# design 1

design_1/gate_families.png
Drawn at 2 px/um.
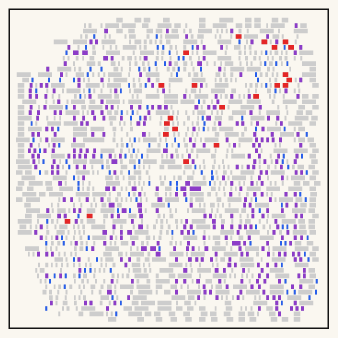

### config.mk
export PLATFORM = sky130hd
export DESIGN_NAME = tlk2711_tx_framer
export DESIGN_NICKNAME = d
export VERILOG_FILES = /design/src/rtl/tlk2711_pkg.sv /design/src/rtl/tlk2711_tx_gearbox.sv /design/src/rtl/tlk2711_tx_framer.sv
export SDC_FILE = /design/constraint.sdc
export NUM_CORES = 1
export LEC_CHECK = 0
export ABC_AREA = 1
export ABC_CLOCK_PERIOD_IN_PS = 3630
export CAP_MARGIN = 20
export CELL_PAD_IN_SITES_DETAIL_PLACEMENT = 1
export CELL_PAD_IN_SITES_GLOBAL_PLACEMENT = 1
export CORE_MARGIN = 2
export CORE_UTILIZATION = 40
export CTS_BUF_LIST = sky130_fd_sc_hd__clkbuf_4
export DETAILED_ROUTE_END_ITERATION = 16
export GPL_TIMING_DRIVEN = 0
export HOLD_SLACK_MARGIN = 0.06
export PLACE_DENSITY_LB_ADDON = 0.2
export SYNTH_ARGS = -nofsm -noshare
export SYNTH_HDL_FRONTEND = slang
export SYNTH_SLANG_ARGS = --single-unit
export TNS_END_PERCENT = 5
### constraint.sdc
create_clock -name clk -period 3.63 [get_ports clk]
set_clock_uncertainty 0.1 [all_clocks]
set_input_delay 0.5445 -clock clk [delete_from_list [all_inputs] [get_ports clk]]
set_output_delay 0.5445 -clock clk [all_outputs]
set_load 0.02 [all_outputs]
### src/rtl/tlk2711_pkg.sv
// tlk2711_pkg: shared K-code words, K flag pairs, FSM states and lane geometry
// for the TLK2711 transmit path.
package tlk2711_pkg;
    localparam int LANES = 4;
    localparam logic [15:0] W_IDLE = 16'hBCC5;
    localparam logic [15:0] W_SOF  = 16'hFBFB;
    localparam logic [15:0] W_EOF  = 16'hFDFD;
    localparam logic [15:0] W_FILL = 16'hF7F7;
    localparam logic [1:0] K_IDLE = 2'b10;
    localparam logic [1:0] K_SOF  = 2'b11;
    localparam logic [1:0] K_EOF  = 2'b11;
    localparam logic [1:0] K_FILL = 2'b11;
    localparam logic [1:0] K_DATA = 2'b00;
    typedef enum logic [2:0] {
        S_IDLE, S_SOF, S_HDR0, S_HDR1, S_PAYLOAD, S_CSUM, S_EOF, S_GAP
    } state_t;
endpackage

### src/rtl/tlk2711_tx_gearbox.sv
// tlk2711_tx_gearbox: 64->16 lane buffer emitting one word per cycle, lane 0 first;
// a beat arriving into an empty buffer is forwarded in the same cycle.
module tlk2711_tx_gearbox
    import tlk2711_pkg::*;
#(
    parameter int BEAT_WIDTH = 13
) (
    input  logic                  clk,
    input  logic                  rst,
    input  logic                  init,
    input  logic                  en,
    input  logic [BEAT_WIDTH-1:0] beats,
    input  logic [LANES*16-1:0]   s_tdata,
    input  logic                  s_tvalid,
    output logic                  s_tready,
    output logic                  word_valid,
    output logic                  last,
    output logic [15:0]           word,
    output logic [15:0]           underrun_cnt
);
    logic [LANES*16-1:0] lanes_q;
    logic [1:0] lane;
    logic full, fill_q, take, fill;
    logic [BEAT_WIDTH-1:0] left;

    always_comb begin
        s_tready = en && left != '0 && (!full || lane == 2'(LANES - 1));
        take = s_tready && s_tvalid;
        word_valid = en && (full || take);
        word = full ? lanes_q[{lane, 4'b0000} +: 16] : s_tdata[15:0];
        last = en && full && lane == 2'(LANES - 1) && left == '0;
        fill = en && !word_valid;
    end

    always_ff @(posedge clk) begin
        if (rst) begin
            lanes_q <= '0;
            lane <= 2'd0;
            full <= 1'b0;
            left <= '0;
            fill_q <= 1'b0;
            underrun_cnt <= 16'd0;
        end else if (init) begin
            lane <= 2'd0;
            full <= 1'b0;
            left <= beats;
            fill_q <= 1'b0;
        end else if (en) begin
            if (take) begin
                lanes_q <= s_tdata;
                left <= left - BEAT_WIDTH'(1);
                full <= 1'b1;
                lane <= full ? 2'd0 : 2'd1;
            end else if (full) begin
                lane <= lane + 2'd1;
                full <= lane != 2'(LANES - 1);
            end
            fill_q <= fill;
            // one count per contiguous FILL run, taken on its first word
            if (fill && !fill_q && underrun_cnt != 16'hFFFF)
                underrun_cnt <= underrun_cnt + 16'd1;
        end
    end
endmodule

### src/rtl/tlk2711_tx_framer.sv
// tlk2711_tx_framer: wraps DMA payload beats into SOF/header/payload/checksum/EOF
// frames on the TLK2711 transmit word, with K28.5 idles between frames.
module tlk2711_tx_framer
    import tlk2711_pkg::*;
#(
    parameter int STREAM_DATA_WIDTH = 64,
    parameter int DLEN_WIDTH = 16,
    parameter int IDLE_GAP = 4
) (
    input  logic                         clk,
    input  logic                         rst,
    input  logic                         i_frame_start,
    input  logic [DLEN_WIDTH-1:0]        i_frame_len,
    input  logic [STREAM_DATA_WIDTH-1:0] i_s_tdata,
    input  logic                         i_s_tvalid,
    output logic                         o_s_tready,
    output logic [15:0]                  o_txd,
    output logic                         o_tkmsb,
    output logic                         o_tklsb,
    output logic                         o_busy,
    output logic                         o_frame_done,
    output logic                         o_start_err,
    output logic [15:0]                  o_underrun_cnt,
    output logic [15:0]                  o_frame_cnt
);
    localparam int BW = DLEN_WIDTH - 3;

    state_t state;
    logic [BW-1:0] beats, pend_beats, len_beats;
    logic [7:0] gap_cnt;
    logic [15:0] csum, gb_word;
    logic pend, take_pend, gb_valid, gb_last, unused_len;

    assign len_beats = i_frame_len[DLEN_WIDTH-1:3];
    assign unused_len = ^i_frame_len[2:0];
    assign take_pend = i_frame_start && state == S_GAP && gap_cnt != 8'd0 && !pend;

    tlk2711_tx_gearbox #(.BEAT_WIDTH(BW)) u_gearbox (
        .clk(clk),
        .rst(rst),
        .init(state == S_HDR1),
        .en(state == S_PAYLOAD),
        .beats(beats),
        .s_tdata(i_s_tdata),
        .s_tvalid(i_s_tvalid),
        .s_tready(o_s_tready),
        .word_valid(gb_valid),
        .last(gb_last),
        .word(gb_word),
        .underrun_cnt(o_underrun_cnt)
    );

    // state names the word being loaded into o_txd at the coming edge
    always_ff @(posedge clk) begin
        if (rst) begin
            state <= S_IDLE;
            o_txd <= W_IDLE;
            {o_tkmsb, o_tklsb} <= K_IDLE;
            o_busy <= 1'b0;
            o_frame_done <= 1'b0;
            o_start_err <= 1'b0;
            o_frame_cnt <= 16'd0;
            pend <= 1'b0;
            pend_beats <= '0;
            beats <= '0;
            gap_cnt <= 8'd0;
            csum <= 16'd0;
        end else begin
            o_frame_done <= 1'b0;
            o_start_err <= i_frame_start && !take_pend && state != S_IDLE;
            {o_tkmsb, o_tklsb} <= K_DATA;
            if (take_pend) begin
                pend <= 1'b1;
                pend_beats <= len_beats;
            end
            case (state)
                S_IDLE: begin
                    o_txd <= i_frame_start ? W_SOF : W_IDLE;
                    {o_tkmsb, o_tklsb} <= i_frame_start ? K_SOF : K_IDLE;
                    o_busy <= i_frame_start;
                    beats <= len_beats;
                    state <= i_frame_start ? S_HDR0 : S_IDLE;
                end
                S_SOF: begin
                    o_txd <= W_SOF;
                    {o_tkmsb, o_tklsb} <= K_SOF;
                    beats <= pend_beats;
                    pend <= 1'b0;
                    state <= S_HDR0;
                end
                S_HDR0: begin
                    o_txd <= o_frame_cnt;
                    csum <= 16'd0;
                    state <= S_HDR1;
                end
                S_HDR1: begin
                    o_txd <= 16'({beats, 2'b00});
                    state <= beats != '0 ? S_PAYLOAD : S_CSUM;
                end
                S_PAYLOAD: begin
                    o_txd <= gb_valid ? gb_word : W_FILL;
                    {o_tkmsb, o_tklsb} <= gb_valid ? K_DATA : K_FILL;
                    if (gb_valid) csum <= csum + gb_word;
                    if (gb_last) state <= S_CSUM;
                end
                S_CSUM: begin
                    o_txd <= csum;
                    state <= S_EOF;
                end
                S_EOF: begin
                    o_txd <= W_EOF;
                    {o_tkmsb, o_tklsb} <= K_EOF;
                    o_frame_done <= 1'b1;
                    gap_cnt <= 8'd0;
                    state <= S_GAP;
                end
                S_GAP: begin
                    o_txd <= W_IDLE;
                    {o_tkmsb, o_tklsb} <= K_IDLE;
                    gap_cnt <= gap_cnt + 8'd1;
                    if (gap_cnt == 8'd0) o_frame_cnt <= o_frame_cnt + 16'd1;
                    if (gap_cnt == 8'(IDLE_GAP - 1)) state <= (pend || take_pend) ? S_SOF : S_IDLE;
                end
                default: state <= S_IDLE;
            endcase
        end
    end
endmodule

# design 2

--- src/rtl/counter10_down.sv ---
// counter10_down
//   Cascadable BCD decade down-counter with parallel load, count enable,
//   terminal-count detection and borrow output. Each digit is 4-bit BCD
//   (0-9). The count never leaves BCD: loaded digits above 9 are clamped to 9.
//
// Parameters
//   DIGITS    number of BCD digits (q is 4*DIGITS wide)
//   ONE_SHOT  0: wrap 0 -> all-9s and keep counting (borrow pulses on wrap)
//             1: stop at 0 and hold done until the next load or reset
//
// Ports
//   clk       rising-edge clock
//   reset     asynchronous active-high reset (q=0, zero=1, IDLE)
//   load      parallel-load strobe, wins over en
//   load_val  BCD preset, digit i = load_val[4i+3:4i]
//   en        count-down enable, one decrement per cycle
//   q         registered BCD count
//   zero      registered, high whenever q == 0
//   borrow    registered one-cycle pulse when q wraps 0 -> all-9s
//   load_err  registered one-cycle pulse when a loaded digit was > 9
//   done      registered, high in DONE state (ONE_SHOT=1 only)
module counter10_down #(
  parameter int DIGITS   = 2,
  parameter bit ONE_SHOT = 1'b0
) (
  input  logic                clk,
  input  logic                reset,
  input  logic                load,
  input  logic [4*DIGITS-1:0] load_val,
  input  logic                en,
  output logic [4*DIGITS-1:0] q,
  output logic                zero,
  output logic                borrow,
  output logic                load_err,
  output logic                done
);

  typedef enum logic [1:0] {
    IDLE    = 2'd0,
    RUN     = 2'd1,
    DONE_ST = 2'd2
  } state_t;

  state_t              state_reg, state_next;
  logic [4*DIGITS-1:0] q_reg, q_next;
  logic                zero_reg, zero_next;
  logic                borrow_reg, borrow_next;
  logic                load_err_reg, load_err_next;
  logic                done_reg, done_next;

  logic [4*DIGITS-1:0] q_dec;       // q_reg after one decade decrement
  logic [4*DIGITS-1:0] q_load;      // sanitised load value
  logic [DIGITS-1:0]   digit_bad;   // loaded digit i was 10..15
  // lower_zero[i]: digits 0..i-1 are all zero, so digit i takes the borrow.
  // lower_zero[DIGITS] therefore means the whole count is zero.
  logic [DIGITS:0]     lower_zero;
  logic                q_is_zero;
  logic                q_is_one;

  assign lower_zero[0] = 1'b1;

  generate
    for (genvar gi = 0; gi < DIGITS; gi++) begin : g_digit
      logic [3:0] cur;
      logic [3:0] raw;
      assign cur = q_reg[4*gi +: 4];
      assign raw = load_val[4*gi +: 4];

      assign lower_zero[gi+1] = lower_zero[gi] & (cur == 4'd0);

      // Each digit wraps 0 -> 9 on its own; no binary carry between digits.
      assign q_dec[4*gi +: 4] = !lower_zero[gi] ? cur :
                                (cur == 4'd0)   ? 4'd9 : cur - 4'd1;

      assign digit_bad[gi]     = (raw > 4'd9);
      assign q_load[4*gi +: 4] = digit_bad[gi] ? 4'd9 : raw;
    end
  endgenerate

  assign q_is_zero = lower_zero[DIGITS];
  assign q_is_one  = (q_reg == (4*DIGITS)'(1));

  // State and output register
  always_ff @(posedge clk or posedge reset) begin
    if (reset) begin
      state_reg    <= IDLE;
      q_reg        <= '0;
      zero_reg     <= 1'b1;
      borrow_reg   <= 1'b0;
      load_err_reg <= 1'b0;
      done_reg     <= 1'b0;
    end else begin
      state_reg    <= state_next;
      q_reg        <= q_next;
      zero_reg     <= zero_next;
      borrow_reg   <= borrow_next;
      load_err_reg <= load_err_next;
      done_reg     <= done_next;
    end
  end

  // Next-state logic
  always_comb begin
    state_next    = state_reg;
    q_next        = q_reg;
    borrow_next   = 1'b0;
    load_err_next = 1'b0;

    if (load) begin
      q_next        = q_load;
      load_err_next = |digit_bad;
      // Clamping never turns a nonzero digit into zero, so testing the
      // sanitised value is equivalent to testing the raw one.
      state_next    = (ONE_SHOT && (q_load == '0)) ? DONE_ST : RUN;
    end else if (state_reg == RUN && en) begin
      if (ONE_SHOT) begin
        if (q_is_zero) begin
          state_next = DONE_ST;          // defensive: never count below zero
        end else begin
          q_next = q_dec;
          if (q_is_one) state_next = DONE_ST;
        end
      end else begin
        q_next      = q_dec;             // 0 decrements to all-9s
        borrow_next = q_is_zero;
      end
    end

    zero_next = (q_next == '0);
    done_next = ONE_SHOT && (state_next == DONE_ST);
  end

  // Outputs come straight from registers
  always_comb begin
    q        = q_reg;
    zero     = zero_reg;
    borrow   = borrow_reg;
    load_err = load_err_reg;
    done     = done_reg;
  end

endmodule
--- config.mk ---
export PLATFORM = sky130hd
export DESIGN_NAME = counter10_down
export DESIGN_NICKNAME = d
export VERILOG_FILES = /design/src/rtl/counter10_down.sv
export SDC_FILE = /design/constraint.sdc
export NUM_CORES = 1
export LEC_CHECK = 0
export ABC_AREA = 1
export CAP_MARGIN = 0
export CORE_AREA = 2 2 46 48
export CTS_BUF_LIST = sky130_fd_sc_hd__clkbuf_2
export DETAILED_ROUTE_END_ITERATION = 8
export DIE_AREA = 0 0 48 50
export HOLD_SLACK_MARGIN = 0.03
export PLACE_DENSITY = 0.77
export REMOVE_ABC_BUFFERS = 1
export SYNTH_ARGS = -nofsm -noshare
export SYNTH_HDL_FRONTEND = slang
export SYNTH_SLANG_ARGS = --single-unit
--- constraint.sdc ---
create_clock -name clk -period 1.2 [get_ports clk]
set_input_delay 0.24 -clock clk [delete_from_list [all_inputs] [get_ports clk]]
set_output_delay 0.24 -clock clk [all_outputs]
set_load 0.02 [all_outputs]
# design 3

**src/rtl/uart_tx_arbiter.sv**
```systemverilog
// Round-robin arbiter sharing one UART transmitter among NUM_REQ byte requesters.
// Optional tx_busy start timeout is enabled by defining UART_TX_ARB_TIMEOUT_EN.
module uart_tx_arbiter #(
  parameter int unsigned NUM_REQ        = 4,
  parameter int unsigned DATA_WIDTH     = 8,
  parameter int unsigned TIMEOUT_CYCLES = 16
) (
  input  logic                          UCLK,
  input  logic                          reset,
  input  logic [NUM_REQ-1:0]            req_valid,
  input  logic [NUM_REQ*DATA_WIDTH-1:0] req_data,
  output logic [NUM_REQ-1:0]            req_ready,
  input  logic                          tx_busy,
  output logic                          tx_data_valid,
  output logic [DATA_WIDTH-1:0]         tx_data,
  output logic [$clog2(NUM_REQ)-1:0]    grant_id,
  output logic                          arb_busy,
  output logic                          timeout_err
);

  localparam int unsigned IDW = $clog2(NUM_REQ);

  typedef enum logic [1:0] {
    IDLE,
    LOAD,
    WAIT_START,
    WAIT_DONE
  } state_t;

  state_t                  state;
  logic [IDW-1:0]          rr_ptr;
  logic [DATA_WIDTH-1:0]   req_bytes [NUM_REQ];

  logic                    found;
  logic [IDW-1:0]          winner;
  logic [NUM_REQ-1:0]      win_onehot;
  logic [DATA_WIDTH-1:0]   win_data;
  int unsigned             cand;

  for (genvar g = 0; g < NUM_REQ; g++) begin : g_unpack
    assign req_bytes[g] = req_data[g*DATA_WIDTH +: DATA_WIDTH];
  end

  // Search starts one past the last grant and wraps, so the last winner has lowest priority.
  always_comb begin
    found      = 1'b0;
    winner     = '0;
    win_onehot = '0;
    win_data   = '0;
    cand       = 0;
    for (int unsigned off = 1; off <= NUM_REQ; off++) begin
      cand = 32'(rr_ptr) + off;
      if (cand >= NUM_REQ) cand = cand - NUM_REQ;
      if (!found && req_valid[IDW'(cand)]) begin
        found                   = 1'b1;
        winner                  = IDW'(cand);
        win_onehot[IDW'(cand)]  = 1'b1;
        win_data                = req_bytes[IDW'(cand)];
      end
    end
  end

`ifdef UART_TX_ARB_TIMEOUT_EN
  localparam int unsigned CW = $clog2(TIMEOUT_CYCLES + 1);
  logic [CW-1:0] to_cnt;
`else
  assign timeout_err = 1'b0;
`endif

  // Outputs are registered one state ahead so ready/valid are high exactly during LOAD.
  always_ff @(posedge UCLK) begin
    if (reset) begin
      state         <= IDLE;
      req_ready     <= '0;
      tx_data_valid <= 1'b0;
      tx_data       <= '0;
      grant_id      <= '0;
      arb_busy      <= 1'b0;
      rr_ptr        <= IDW'(NUM_REQ - 1);
`ifdef UART_TX_ARB_TIMEOUT_EN
      to_cnt        <= '0;
      timeout_err   <= 1'b0;
`endif
    end else begin
      req_ready     <= '0;
      tx_data_valid <= 1'b0;
`ifdef UART_TX_ARB_TIMEOUT_EN
      timeout_err   <= 1'b0;
`endif
      case (state)
        IDLE: begin
          if (found && !tx_busy) begin
            tx_data       <= win_data;
            grant_id      <= winner;
            req_ready     <= win_onehot;
            tx_data_valid <= 1'b1;
            arb_busy      <= 1'b1;
            state         <= LOAD;
          end
        end
        LOAD: begin
          rr_ptr <= grant_id;
          state  <= WAIT_START;
`ifdef UART_TX_ARB_TIMEOUT_EN
          to_cnt <= '0;
`endif
        end
        WAIT_START: begin
          if (tx_busy) state <= WAIT_DONE;
`ifdef UART_TX_ARB_TIMEOUT_EN
          else if (to_cnt == CW'(TIMEOUT_CYCLES - 1)) begin
            state       <= IDLE;
            arb_busy    <= 1'b0;
            timeout_err <= 1'b1;
            to_cnt      <= '0;
          end else begin
            to_cnt <= to_cnt + 1'b1;
          end
`endif
        end
        WAIT_DONE: begin
          if (!tx_busy) begin
            state    <= IDLE;
            arb_busy <= 1'b0;
          end
        end
        default: begin
          state    <= IDLE;
          arb_busy <= 1'b0;
        end
      endcase
    end
  end

endmodule

```
**config.mk**
```make
export PLATFORM = sky130hd
export DESIGN_NAME = uart_tx_arbiter
export DESIGN_NICKNAME = d
export VERILOG_FILES = /design/src/rtl/uart_tx_arbiter.sv
export SDC_FILE = /design/constraint.sdc
export NUM_CORES = 1
export LEC_CHECK = 0
export ABC_AREA = 0
export CAP_MARGIN = 20
export CORE_ASPECT_RATIO = 0.5
export CORE_MARGIN = 5
export CORE_UTILIZATION = 54
export DETAILED_ROUTE_END_ITERATION = 6
export GPL_TIMING_DRIVEN = 0
export PLACE_DENSITY = 0.95
export SLEW_MARGIN = 40
export SYNTH_ARGS = -nofsm -noshare
export SYNTH_HDL_FRONTEND = slang
export SYNTH_SLANG_ARGS = --single-unit
export TNS_END_PERCENT = 1
```
**constraint.sdc**
```tcl
create_clock -name UCLK -period 5.1 [get_ports UCLK]
set_input_delay 0.765 -clock UCLK [delete_from_list [all_inputs] [get_ports UCLK]]
set_output_delay 0.765 -clock UCLK [all_outputs]
set_load 0.03 [all_outputs]
```
design_1/port_nets.png
Drawn at 3 px/um.
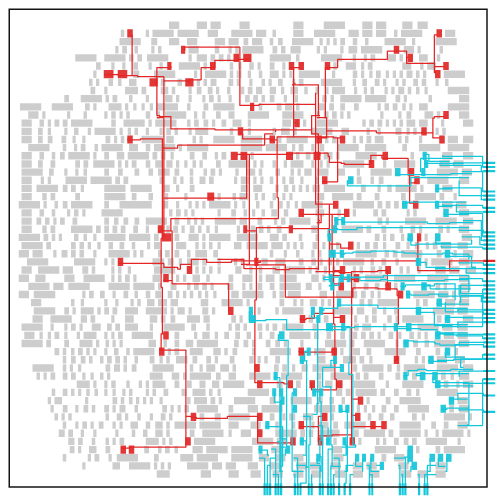
| color | port | bits | direction | edge | end cells | wire |
|---|---|---|---|---|---|---|
| red | rst | 1 | input | right | 86 | 1810 um |
| cyan | i_s_tdata | 64 | input | 37 right, 27 bottom | 81 | 2090 um |

Notes on design_1/gate_families.png above:
| color | family | cells |
|---|---|---|
| red | XOR/XNOR gates | 22 |
| blue | inverters | 147 |
| purple | inverting AOI/OAI gates | 375 |

==> job_summary.md, design 1 <==
## Implementation flow summary

| Metric | Value |
|---|---|
| Layout cells sized above 1 | 0.0461 |
| Top Ports | ~140 |
| Hold Crit Depth | 3 |
| Total Nets Final | 1678 |
| Minimum clock period | 3.41 ns |
| Dominant cell area share | 0.393 |
| Die height | 159 um |
| Start point of the critical path | u_gearbox.lane[0] |
| Buf+Inv Stages, Crit Path | 3 |
| Pre-Place Util | 0.408 |
| Static Leak | 0.00438 uW |
| Synth unique cells | between 40 and 50 |
| Slowest stage delay, CP | 0.46 ns |
| Vias | 10400 |
| Late-Pin Clk Latency | approximately 0.64 ns |
| CTS tree | built |
| Die ar. | between 20000 and 30000 um^2 |
| Residual DRC | 0 |
| Initial DRC count | 693 |
| Post-Syn Area per Cell | a little under 7 um^2 |
| Status | finished clean |
| Number of cells on the critical path | 14 |
| Main logic family after synthesis | simple AND/OR/NAND/NOR gates |
| Root Driver | clkbuf_4 |
| First-pass GRT wire length | 56500 um |
design 1: layout make-up:
| class | count | area [um^2] | share of cell area |
|---|---|---|---|
| repair buffers | 134 | 1340 | 0.115 |
| plain buffers | 67 | 299 | 0.0257 |
| clock buffers | 17 | 128 | 0.0110 |
| diodes | 1 | 2.50 | 0.000215 |
| multi-input cells | 1017 | 4980 | 0.428 |
| well taps | 319 | 399 | 0.0343 |
| flip-flops and latches | 188 | 3760 | 0.324 |
| clock inverters | 15 | 156 | 0.0135 |
| inverters | 147 | 553 | 0.0476 |
design 1: report_power, final:
| part | switching (uW) | internal [uW] |
|---|---|---|
| Sequential | 179 | 2320 |
| Clock | 856 | 367 |
| Combinational | 1300 | 714 |
design 1: cells in the final DEF (no fill, tap or decap), drive strengths merged, types with 7 or more instances in the layout:
cell,n
dfxtp,188
a21oi,191
nor3,27
nand3,82
a31oi,19
clkdlybuf4s50,134
inv,150
xor2,10
nor2,123
clkinv,7
nand4,15
xnor2,12
nand2,332
buf,19
clkbuf,65
ha,21
o21ai,143
design 1: logic make-up after synthesis:
| group | after synthesis |
|---|---|
| buf+inv | 214 |
| fa+ha+maj | 22 |
| compound gates | 377 |
| flops | 188 |
| simple gates | 596 |
| xor+xnor | 22 |
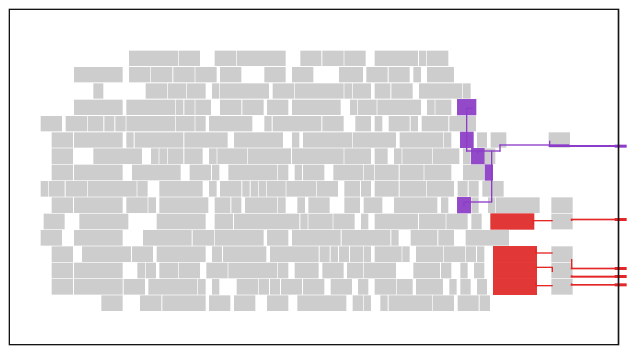
design_3/port_nets.png
Drawn at 6 px/um.
| color | port | bits | direction | edge | end cells | wire |
|---|---|---|---|---|---|---|
| purple | tx_busy | 1 | input | right | 5 | 52.0 um |
| red | req_ready | 4 | output | right | 4 | 44.8 um |

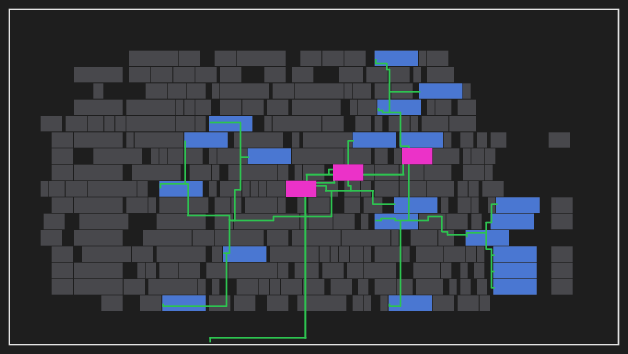
design_3/clock_map.png
Drawn at 6 px/um.
[green] clock wires | length: 305 um
[blue] flip-flops | count: 20
[magenta] cells driving clock nets | count: 3
routed clock nets: 4

==> job_summary.md, design 3 <==
## Implementation flow summary

| Metric | Value |
|---|---|
| Status | finished clean |
| Arr. time, crit path | 4.22 ns |
| Synth top cell by count | mux4_2 |
| WL met1 | 2440 um |
| Worst-path clk slew | 0.09 ns |
| GPL Wtd Cong | 0.861 |
| DR WL met3 | 856 um |
| Post-synthesis adder-cell area fraction | 0.0723 |
| GRT Util Overall | 0.250 |
| Post-route worst setup slack | 1.06 ns |
| Residual DRC | 0 |
| Hold_buf cts | 0 |
| Cells after Synth | 204 |
| Routed vias/inst | between 7 and 8 |
| Period utilization | 0.793 |
| Core area | between 3000 and 4000 um^2 |
| Critical path required time | 5.27 ns |
| Largest reg by FF count | tx_data |
design 3: path summary, 6_finish.rpt:
path                endpoint       from  cells past startpoint  slack [ns]
hold / removal      arb_busy   arb_busy                      2        0.51
hold reg to reg     arb_busy   arb_busy                      2        0.51
setup / recovery  tx_data[4]  rr_ptr[1]                     11        1.06
setup reg to reg  tx_data[4]  rr_ptr[1]                     11        1.06
design 3: through the flow:
stage / utilization / instances
floorplan: - / 204
global placement: 0.721 / 312
detailed placement: 0.721 / 312
CTS: 0.739 / 316
global route: 0.739 / 316
finish: 0.739 / 316
design 3: layer usage:
metal,vias to the layer above,global-route usage
met4,0,0.129
met1,1055,0.296
met2,198,0.415
met3,37,0.0688
li1,934,-
met5,-,0
design 3: worst min-delay path, stage by stage (launching register included):
cell	delay (ns)
dfxtp_1	0.34
a22oi_1	0.07
nor2_1	0.07
design 3: cell type report:
type | count | area, um^2
Buffer | 20 | 128
Clock buffer | 3 | 41.3
Clock inverter | 1 | 30.0
Fill cell | 248 | 1030
Inverter | 7 | 26.3
Multi-Input combinational cell | 157 | 1700
Sequential cell | 20 | 400
Tap cell | 54 | 67.6
Timing Repair Buffer | 54 | 541
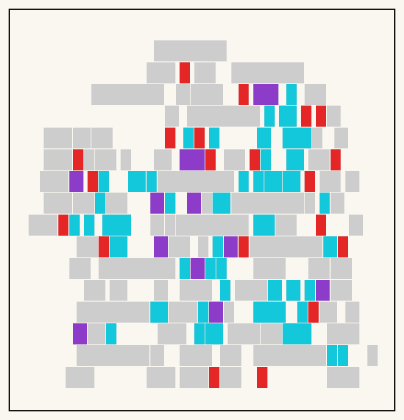
design_2/gate_families.png
Drawn at 8 px/um.
| color | family | cells |
|---|---|---|
| cyan | NAND gates | 44 |
| red | inverters | 20 |
| purple | inverting AOI/OAI gates | 11 |

==> job_summary.md, design 2 <==
## Implementation flow summary

| Metric | Value |
|---|---|
| Worst IR Drop VDD | 0.554 mV |
| Residual DRC | 0 |
| Post-route worst setup slack | -0.240 ns |
| Vias | ~800 |
| Grt met1 use | 0.217 |
| Pre-Place Util | 0.397 |
| Critical path required time | 1.40 ns |
| Post-cts sizing count | 42 |
| Static Leak | 0.000629 uW |
| Synth cell count leaders | nand2_1 (29), inv_1 (17), dfrtp_1 (11) |
| First-pass DRT Iterations | 4 |
| Final slew viol count | 0 |
| Multi-In Gates | 71 |
| Arr. time, crit path | 1.64 ns |
| Root Driver | clkbuf_2 |
| Reg2Reg Depth | 9 |
| GPL Wtd Cong | 0.804 |
| WL met1 | 813 um |
| Failing checks | setup timing |
| Status | finished with violations |
| Clock skew | 0.0149 ns |
| Setup violators final | 7 |
| Late-Pin Clk Latency | around 0.27 ns |
==> design 2: kinds of logic after synthesis <==
family                 synth area share
buffers and inverters             0.124
flip-flops                        0.399
AND-OR/OR-AND                    0.0828
AND/OR/NAND/NOR                   0.389
other                           0.00496
==> design 2: power by group through the flow <==
stage          registers, uW  clock network (uW)  logic [uW]
2_1_floorplan            516                   0         161
4_1_cts                  468                 228         429
6_report                 468                 223         437
3_5_place_dp             479                   0         402
5_1_grt                  473                 261         482
3_3_place_gp             476                   0         395
==> design 2: placed cells by master (no fill, tap or decap) <==
master           synthesis  final
buf_6                    1      6
buf_4                    1     20
o21ai_1                  3      4
dfstp_2                  1      1
buf_2                    0      4
nor2_4                   2      2
or2_0                    1      1
conb_1                   1      1
clkbuf_2                 0      7
nand2_1                 29     26
nand3_1                  5      4
nor2_2                   3      3
clkdlybuf4s50_1          0     11
nand2_4                  1      1
nand4_1                  3      3
inv_2                    3      3
or2_2                    1      1
inv_1                   17     17
nand2_2                  3      6
nand3b_1                 1      1
nand3_2                  2      3
dfrtp_2                  0      1
nor2_1                   8      8
a21oi_2                  2      2
dfrtp_1                 11     10
o21ai_0                  4      3
a21oi_1                  2      2

==> screenshots <==
Wire density map.
panel A
Drawn at 4 px/um. The die is cut into 20 by 11 equal tiles; white is low, dark blue is high, scaled to the fullest tile. Values are wire area over tile area, all layers added.
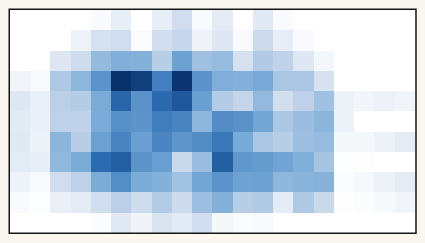
panel B
Drawn at 2 px/um. The die is cut into 32 by 32 equal tiles; white is low, dark blue is high, scaled to the fullest tile. Values are wire area over tile area, all layers added.
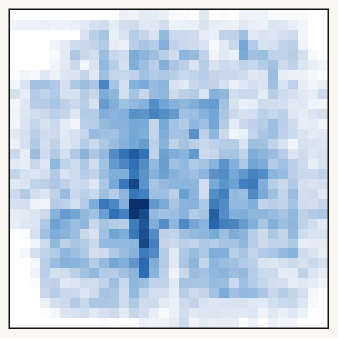
panel C
Drawn at 8 px/um. The die is cut into 10 by 10 equal tiles; white is low, dark blue is high, scaled to the fullest tile. Values are wire area over tile area, all layers added.
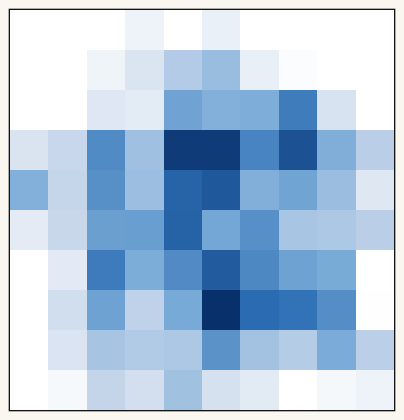
- panel A = design 3
- panel B = design 1
- panel C = design 2



==> screenshots <==
Routing congestion map.
(a)
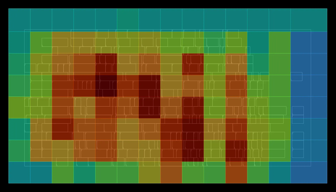
(b)
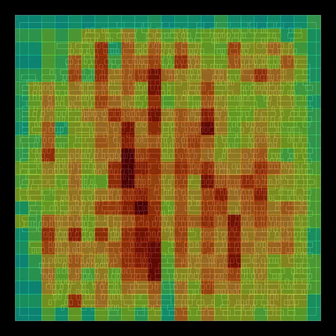
(c)
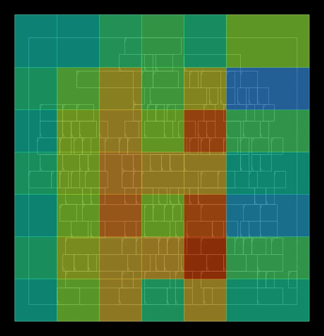
The one with the lowest utilization is (b).
The one with the lowest track usage is (c).
Design 1 is (b).
Design 3 is (a).
Design 2 is (c).

Power and IR drop assume default switching activity.
